# design 1

Fig. 1: design 1, congestion heat map
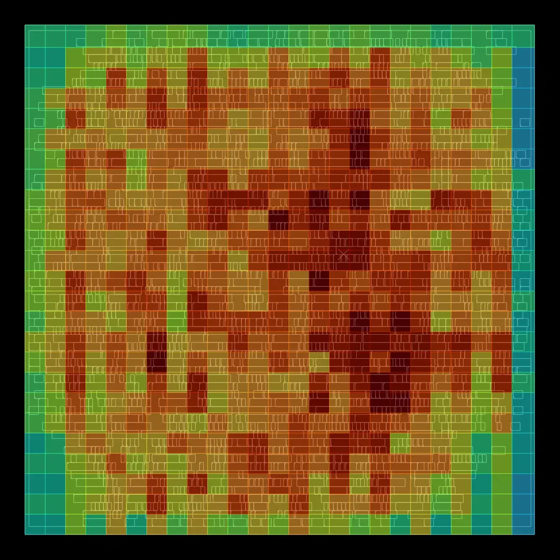
Fig. 2: design 1, placement density heat map
Scale bar: 50 um. 17 x 17 tiles, from black (low) to pale yellow (high), 0 to 100% covered.
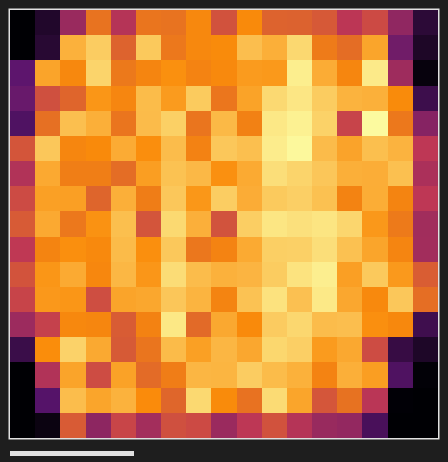
### config.mk
export PLATFORM = sky130hd
export DESIGN_NAME = aes_block_packer
export DESIGN_NICKNAME = d
export VERILOG_FILES = /design/src/rtl/aes_block_packer.sv
export SDC_FILE = /design/constraint.sdc
export NUM_CORES = 1
export LEC_CHECK = 0
export ABC_AREA = 1
export CORE_UTILIZATION = 58
export DETAILED_ROUTE_END_ITERATION = 7
export GPL_TIMING_DRIVEN = 0
export PLACE_DENSITY = 0.8
export SYNTH_ARGS = -nofsm -noshare
export SYNTH_HDL_FRONTEND = slang
export SYNTH_SLANG_ARGS = --single-unit
### constraint.sdc
create_clock -name clk -period 2.5 [get_ports clk]
set_input_delay 0.5 -clock clk [delete_from_list [all_inputs] [get_ports clk]]
set_output_delay 0.5 -clock clk [all_outputs]
set_load 0.005 [all_outputs]
### src/rtl/aes_block_packer.sv
// aes_block_packer: gathers a byte stream into 128-bit AES state blocks and
// queues finished blocks in a small FIFO behind a valid/ready interface, so the
// cipher core always sees a stable block on m_data.
module aes_block_packer #(
  parameter int DEPTH     = 2,     // finished-block FIFO entries: 1, 2 or 4
  parameter bit MSB_FIRST = 1'b1   // 1: first byte lands in [127:120]
) (
  input  logic         clk,
  input  logic         rst_n,
  input  logic [7:0]   s_data,
  input  logic         s_valid,
  input  logic         s_first,
  output logic         s_ready,
  output logic [127:0] m_data,
  output logic         m_valid,
  input  logic         m_ready,
  output logic [3:0]   byte_cnt,
  output logic         discard
);

  localparam int PW = (DEPTH > 1) ? $clog2(DEPTH) : 1;
  localparam int CW = $clog2(DEPTH + 1);
  localparam logic [PW-1:0] LAST_PTR = PW'(DEPTH - 1);
  localparam logic [CW-1:0] FULL_CNT = CW'(DEPTH);

  typedef enum logic {
    ST_IDLE,
    ST_FILL
  } state_t;

  state_t         r_state;
  logic [3:0]     r_byte_cnt;
  logic [127:0]   r_asm;
  logic           r_discard;
  logic [127:0]   r_fifo [DEPTH];
  logic [PW-1:0]  r_wr_ptr;
  logic [PW-1:0]  r_rd_ptr;
  logic [CW-1:0]  r_count;

  logic           w_accept;
  logic           w_push;
  logic           w_pop;
  logic [127:0]   w_asm_next;

  // Pointer advance that wraps modulo DEPTH (also correct for non power-of-two).
  function automatic logic [PW-1:0] f_next_ptr(input logic [PW-1:0] p);
    return (p == LAST_PTR) ? '0 : p + 1'b1;
  endfunction

  // s_ready only looks at registered state, so a pop in the same cycle
  // cannot open the gate for a byte that would complete a block.
  assign s_ready  = (r_byte_cnt != 4'd15) | (r_count != FULL_CNT);
  assign w_accept = s_valid & s_ready;
  assign w_pop    = (r_count != '0) & m_ready;
  assign w_push   = w_accept & ~s_first & (r_byte_cnt == 4'd15);

  // New byte shifts in from the side that ends up holding the last byte.
  assign w_asm_next = MSB_FIRST ? {r_asm[119:0], s_data} : {s_data, r_asm[127:8]};

  // Block assembly FSM: IDLE between blocks, FILL while a partial block is held.
  always_ff @(posedge clk or negedge rst_n) begin
    if (!rst_n) begin
      r_state    <= ST_IDLE;
      r_byte_cnt <= 4'd0;
      r_asm      <= '0;
      r_discard  <= 1'b0;
    end else begin
      r_discard <= 1'b0;
      if (w_accept) begin
        r_asm <= w_asm_next;
        if (s_first) begin
          r_discard  <= (r_state == ST_FILL);
          r_byte_cnt <= 4'd1;
          r_state    <= ST_FILL;
        end else if (r_byte_cnt == 4'd15) begin
          r_byte_cnt <= 4'd0;
          r_state    <= ST_IDLE;
        end else begin
          r_byte_cnt <= r_byte_cnt + 4'd1;
          r_state    <= ST_FILL;
        end
      end
    end
  end

  // Finished-block FIFO; push and pop in one cycle leave the occupancy unchanged.
  always_ff @(posedge clk or negedge rst_n) begin
    if (!rst_n) begin
      for (int i = 0; i < DEPTH; i++) begin
        r_fifo[i] <= '0;
      end
      r_wr_ptr <= '0;
      r_rd_ptr <= '0;
      r_count  <= '0;
    end else begin
      if (w_push) begin
        r_fifo[r_wr_ptr] <= w_asm_next;
        r_wr_ptr         <= f_next_ptr(r_wr_ptr);
      end
      if (w_pop) begin
        r_rd_ptr <= f_next_ptr(r_rd_ptr);
      end
      case ({w_push, w_pop})
        2'b10:   r_count <= r_count + 1'b1;
        2'b01:   r_count <= r_count - 1'b1;
        default: r_count <= r_count;
      endcase
    end
  end

  assign m_valid  = (r_count != '0);
  assign m_data   = r_fifo[r_rd_ptr];
  assign byte_cnt = r_byte_cnt;
  assign discard  = r_discard;

endmodule

==> impl_metrics.tcl <==
# flow metrics
set metrics [dict create \
    number_of_port_buffers 147 \
    main_area_contributors "sky130_fd_sc_hd__dfrtp_1 57%, sky130_fd_sc_hd__nand2_1 27%, sky130_fd_sc_hd__nand4_1 9.5%, sky130_fd_sc_hd__buf_2 2.8%, sky130_fd_sc_hd__clkbuf_1 1.4%" \
    outcome "finished, violations left" \
    die_h_um 173.2 \
    post-route-drc-count 1 \
    failing_checks "DRC, setup timing" \
    vias_in_the_first_global_route 15622 \
    final-seq-area_um2 9663 \
    yosys.area_share.simple 0.3731 \
    clk_pin_slew_ns 0.06 \
    critPathSlowestCell "sky130_fd_sc_hd__clkdlybuf4s50_1" \
    max-slew-margin-rel 0.1776 \
    comb_power_share 0.217 \
    die_width_um 173.2 \
    postLayoutSetupSlackWorst_ns -0.007490 \
    seq_cell_count 386 \
    post_synth_most_frequent_cells "1,238 x sky130_fd_sc_hd__nand2_1, 386 x sky130_fd_sc_hd__dfrtp_1, 259 x sky130_fd_sc_hd__nand4_1, 94 x sky130_fd_sc_hd__buf_2, 64 x sky130_fd_sc_hd__clkbuf_1" \
    finalSetupViolCount 2 \
    weighted_congestion_at_the_end_of_routability_driven_global_placement 0.9324 \
    hold_slack_ns 0.4687 \
    worstReg2RegEnd "r_count[1]" \
    area_share_clock_buf_inv 0.06492 \
    final.clkbuf_count 61 \
    synth-seq-area-share 0.5679 \
]
Notes on Fig. 1 above:
total routing usage reported by global routing: 0.3689
met2 capacity usage during global routing: 0.5637
GR Layer Usage met1: 0.5062
final core utilization: 0.7367
most heavily used metal layer in global routing: met2

Notes on Fig. 2 above:
nearly empty tiles	3.5%
fullest tile	99%
mean over tiles	69%
tiles over 75% full	52%
core area: 28,780 um^2
Core Util at FP: 0.5910

flip-flops by register name, summed over array words and instances, names as in the netlist:
signal / flops
r_fifo: 256
r_wr_ptr: 1
byte_cnt: 4
r_rd_ptr: 1
r_count: 2
discard: 1
r_asm: 120
r_state: 1
per-stage QoR:
step | utilization | cells | setup TNS [ns]
after floorplan | - | 2110 | 0
after global placement | 0.6588 | 2641 | -5971.90
after detailed placement | 0.6619 | 2644 | -17.42
after CTS | 0.7307 | 2738 | -0.6712
after global routing | 0.7367 | 2749 | -0.2268
final | 0.7367 | 2749 | -0.01016

# design 2

Fig. 3: design 2, signal wires on met1
Scale bar: 20 um.
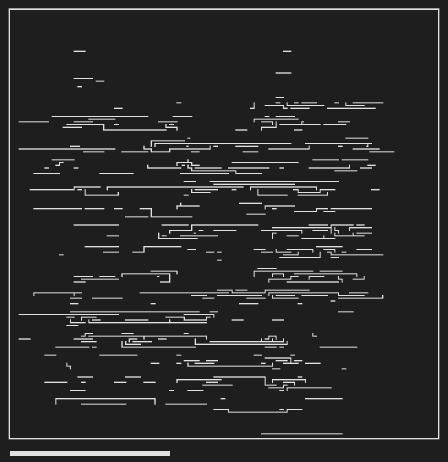
Fig. 4: design 2, placement density heat map
Scale bar: 20 um. 11 x 11 tiles, from black (low) to pale yellow (high), 0 to 100% covered.
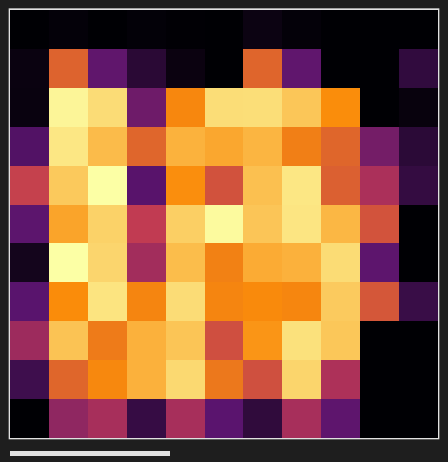
$ cat src/rtl/param_ctrl_pkg.sv
// Shared opcode/state types and helpers for the parametrised sequencing controller.
package param_ctrl_pkg;

    // ALU function codes as carried on FN
    typedef enum logic [3:0] {
        LOAD  = 4'b0000,
        COPY  = 4'b0001,
        ADD   = 4'b0010,
        SUB   = 4'b0011,
        INV   = 4'b0100,
        FLP   = 4'b0101,
        AND   = 4'b0110,
        OR    = 4'b0111,
        XOR   = 4'b1000,
        LSL   = 4'b1001,
        LSR   = 4'b1010,
        ASR   = 4'b1011,
        ADDI  = 4'b1100,
        SUBI  = 4'b1101,
        ILL_A = 4'b1110,
        ILL_B = 4'b1111
    } op_e;

    // Step sequencer states
    typedef enum logic [2:0] {
        IDLE  = 3'd0,
        FETCH = 3'd1,
        EX1   = 3'd2,
        EX2   = 3'd3,
        EX3   = 3'd4
    } state_e;

    localparam logic [3:0] FN_ADDI = 4'b1100;
    localparam logic [3:0] FN_SUBI = 4'b1101;

    // Opcodes that complete in EX1 rather than EX3
    function automatic logic is_short_op(input op_e op);
        return (op == LOAD) || (op == COPY) || (op == ILL_A) || (op == ILL_B);
    endfunction

endpackage

$ cat src/rtl/param_ctrl_decode.sv
// Instruction field extraction: INSTR -> RX, RY, FN, IMM.
// Optional macro IMM_SEXT_EN: sign-extend the immediate field (zero-extend otherwise).
module param_ctrl_decode
    import param_ctrl_pkg::*;
#(
    parameter int unsigned DATA_W = 10,
    parameter int unsigned NREG   = 4,
    localparam int unsigned RW    = $clog2(NREG)
) (
    input  logic [DATA_W-1:0] instr,
    output logic [RW-1:0]     rx,
    output logic [RW-1:0]     ry,
    output logic [3:0]        fn,
    output logic [DATA_W-1:0] imm
);

    localparam int unsigned MSB   = DATA_W - 1;
    localparam int unsigned IMM_W = DATA_W - 2 - RW;

    logic             immf;
    logic             subsel;
    logic [IMM_W-1:0] imm_fld;

    assign immf    = instr[MSB];
    assign subsel  = instr[MSB-1];
    assign rx      = instr[MSB-2 -: RW];
    assign ry      = instr[MSB-2-RW -: RW];
    assign imm_fld = instr[IMM_W-1:0];

    // Function code and extended immediate; register form carries no immediate
    always_comb begin
        fn  = instr[3:0];
        imm = '0;
        if (immf) begin
            fn = subsel ? FN_SUBI : FN_ADDI;
`ifdef IMM_SEXT_EN
            imm = {{(DATA_W-IMM_W){imm_fld[IMM_W-1]}}, imm_fld};
`else
            imm = DATA_W'(imm_fld);
`endif
        end
    end

endmodule

$ cat src/rtl/param_seq_controller.sv
// Parametrised processor controller with internal step sequencer and RUN/DONE handshake.
// Optional macro IMM_SEXT_EN (in param_ctrl_decode): sign-extended immediates.
module param_seq_controller
    import param_ctrl_pkg::*;
#(
    parameter int unsigned DATA_W = 10,
    parameter int unsigned NREG   = 4,
    localparam int unsigned RW    = $clog2(NREG)
) (
    input  logic              CLK,
    input  logic              RST,
    input  logic              RUN,
    input  logic [DATA_W-1:0] INSTR,
    output logic [DATA_W-1:0] IMM,
    output logic [RW-1:0]     Rin,
    output logic [RW-1:0]     Rout,
    output logic [3:0]        FN,
    output logic              ENW,
    output logic              ENR,
    output logic              Ain,
    output logic              Gin,
    output logic              Gout,
    output logic              Ext,
    output logic              INSTin,
    output logic              enIMM,
    output logic              DONE,
    output logic              BUSY,
    output logic              ERR
);

    state_e            state_q, state_d;
    op_e               fn_q;
    logic [DATA_W-1:0] imm_q;
    logic [RW-1:0]     rx_q, ry_q;

    logic [RW-1:0]     dec_rx, dec_ry;
    logic [3:0]        dec_fn;
    logic [DATA_W-1:0] dec_imm;

    param_ctrl_decode #(
        .DATA_W (DATA_W),
        .NREG   (NREG)
    ) u_decode (
        .instr (INSTR),
        .rx    (dec_rx),
        .ry    (dec_ry),
        .fn    (dec_fn),
        .imm   (dec_imm)
    );

    // State register
    always_ff @(posedge CLK or posedge RST) begin
        if (RST) state_q <= IDLE;
        else     state_q <= state_d;
    end

    // Instruction fields captured at the FETCH edge and held until the next fetch
    always_ff @(posedge CLK or posedge RST) begin
        if (RST) begin
            fn_q  <= LOAD;
            imm_q <= '0;
            rx_q  <= '0;
            ry_q  <= '0;
        end else if (state_q == FETCH) begin
            fn_q  <= op_e'(dec_fn);
            imm_q <= dec_imm;
            rx_q  <= dec_rx;
            ry_q  <= dec_ry;
        end
    end

    // Next state: short ops finish in EX1, the rest in EX3; RUN on DONE chains a fetch
    always_comb begin
        state_d = state_q;
        case (state_q)
            IDLE:    if (RUN) state_d = FETCH;
            FETCH:   state_d = EX1;
            EX1:     begin
                if (is_short_op(fn_q)) state_d = RUN ? FETCH : IDLE;
                else                   state_d = EX2;
            end
            EX2:     state_d = EX3;
            EX3:     state_d = RUN ? FETCH : IDLE;
            default: state_d = IDLE;
        endcase
    end

    // Moore outputs from state and latched fields
    always_comb begin
        Ext    = 1'b0;
        INSTin = 1'b0;
        ENW    = 1'b0;
        ENR    = 1'b0;
        Ain    = 1'b0;
        Gin    = 1'b0;
        Gout   = 1'b0;
        enIMM  = 1'b0;
        DONE   = 1'b0;
        ERR    = 1'b0;
        Rin    = rx_q;
        Rout   = rx_q;
        BUSY   = (state_q != IDLE);
        case (state_q)
            FETCH: begin
                Ext    = 1'b1;
                INSTin = 1'b1;
            end
            EX1: begin
                case (fn_q)
                    LOAD: begin
                        Ext  = 1'b1;
                        ENW  = 1'b1;
                        DONE = 1'b1;
                    end
                    COPY: begin
                        ENR  = 1'b1;
                        Rout = ry_q;
                        ENW  = 1'b1;
                        DONE = 1'b1;
                    end
                    ADD, SUB, AND, OR, XOR, LSL, LSR, ASR: begin
                        ENR = 1'b1;
                        Ain = 1'b1;
                    end
                    INV, FLP: begin
                        Rout = ry_q;
                        ENR  = 1'b1;
                        Ain  = 1'b1;
                    end
                    ADDI, SUBI: begin
                        enIMM = 1'b1;
                        Ain   = 1'b1;
                    end
                    default: begin
                        ERR  = 1'b1;
                        DONE = 1'b1;
                    end
                endcase
            end
            EX2: begin
                case (fn_q)
                    ADD, SUB, AND, OR, XOR, LSL, LSR, ASR: begin
                        Rout = ry_q;
                        ENR  = 1'b1;
                        Gin  = 1'b1;
                    end
                    INV, FLP: Gin = 1'b1;
                    ADDI, SUBI: begin
                        ENR = 1'b1;
                        Gin = 1'b1;
                    end
                    default: ;
                endcase
            end
            EX3: begin
                Gout = 1'b1;
                ENW  = 1'b1;
                DONE = 1'b1;
            end
            default: ;
        endcase
    end

    assign FN  = fn_q;
    assign IMM = imm_q;

endmodule

$ cat config.mk
export PLATFORM = sky130hd
export DESIGN_NAME = param_seq_controller
export DESIGN_NICKNAME = d
export VERILOG_FILES = /design/src/rtl/param_ctrl_pkg.sv /design/src/rtl/param_ctrl_decode.sv /design/src/rtl/param_seq_controller.sv
export SDC_FILE = /design/constraint.sdc
export NUM_CORES = 1
export LEC_CHECK = 0
export ABC_AREA = 0
export ABC_CLOCK_PERIOD_IN_PS = 1700
export CORE_MARGIN = 2
export CORE_UTILIZATION = 35
export DETAILED_ROUTE_END_ITERATION = 10
export PLACE_DENSITY = 0.74
export SKIP_LAST_GASP = 1
export SYNTH_ARGS = -nofsm -noshare
export SYNTH_HDL_FRONTEND = slang
export SYNTH_SLANG_ARGS = --single-unit
$ cat constraint.sdc
create_clock -name CLK -period 1.7 [get_ports CLK]
set_input_delay 0.17 -clock CLK [delete_from_list [all_inputs] [get_ports CLK]]
set_output_delay 0.17 -clock CLK [all_outputs]
set_load 0.01 [all_outputs]
==> impl_metrics.tcl <==
# flow metrics
set metrics [dict create \
    outcome "finished, violations left" \
    failing_checks "setup timing" \
    antenna_found_initial 0 \
    top_level_ports 42 \
    number_of_port_buffers 37 \
    finalSetupViolCount 4 \
    power_uw 2766 \
    dr_wl_met2_um 1209 \
    netlist-cell-type-count 29 \
    seqAreaFraction 0.2926 \
    dp_worst_slack_ns -0.4057 \
    final_cell_count_no_fill 184 \
    clk_pin_slew_ns 0.10 \
    postLayoutSetupSlackWorst_ns -0.3421 \
    synth_stat.cells 97 \
    detail_route.first_pass.iterations 4 \
    synthArstFlopShare 1.000 \
    report.final.slew_viol_count 0 \
    final-seq-area_um2 425.4 \
    stages_on_worst_setup_path 6 \
    detail_route.iter0.violations 11 \
    n_antenna_cell 0 \
    worstSkewPairLatency_ns 0.29 \
    layout_cells_sized_above_1 0.3654 \
]
Notes on Fig. 3 above:
longest straight run	17.0 um
nets with wire on the layer	142
wire length on this layer	945 um
GR Layer Usage met1: 0.2236
total wire length: 2371 um

Notes on Fig. 4 above:
emptiest ninth of the die	top right
tiles over 75% full	35%
mean over tiles	49%
nearly empty tiles	19%
densest ninth of the die	middle
fullest tile	100%
core area: 2276 um^2
final core utilization: 0.6388
Core Util at FP: 0.3788

## cell families (layout without fill, tap and decap cells)
group	Yosys count	in the layout	synth area share
simple gates	36	36	0.1829
buf+inv	15	71	0.08417
other cells	1	4	0.004350
flops	17	17	0.4935
mux	7	7	0.08998
compound gates	21	21	0.1451
## report_power, final
part           total, uW  leakage, uW  internal, uW  switching (uW)
Combinational       1850     0.000497          1030             827
Clock                219    0.0000150          91.2             128
Sequential           694     0.000212           582             112
## what timing repair did
action	CTS	global route
setup buffers	4	3
setup endpoints to repair	14	12
resized	58	9
hold buffers	0	0
pin swaps	2	3


==> screenshots <==
Routed metal per tile.
(a)
Scale bar: 20 um. 11 x 11 tiles, from black (low) to pale yellow (high), scaled to the fullest tile. Values are wire area over tile area, all layers added.
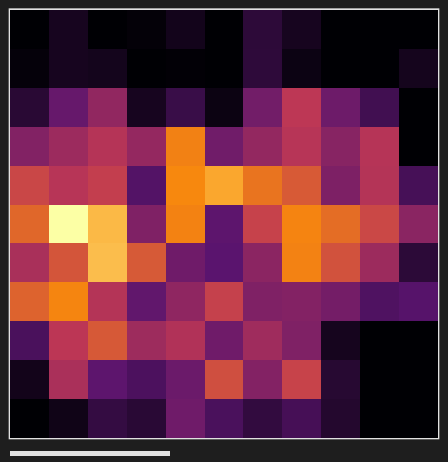
(b)
Scale bar: 50 um. 35 x 35 tiles, from black (low) to pale yellow (high), scaled to the fullest tile. Values are wire area over tile area, all layers added.
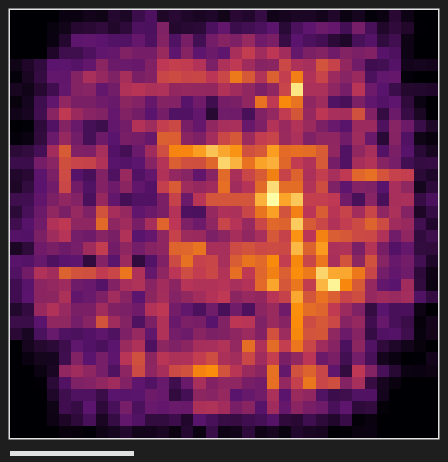
Of these, largest die: (b)
For design 2, see (a).
For design 1, see (b).

No activity file was given, so power comes from the tool's default toggle rates.
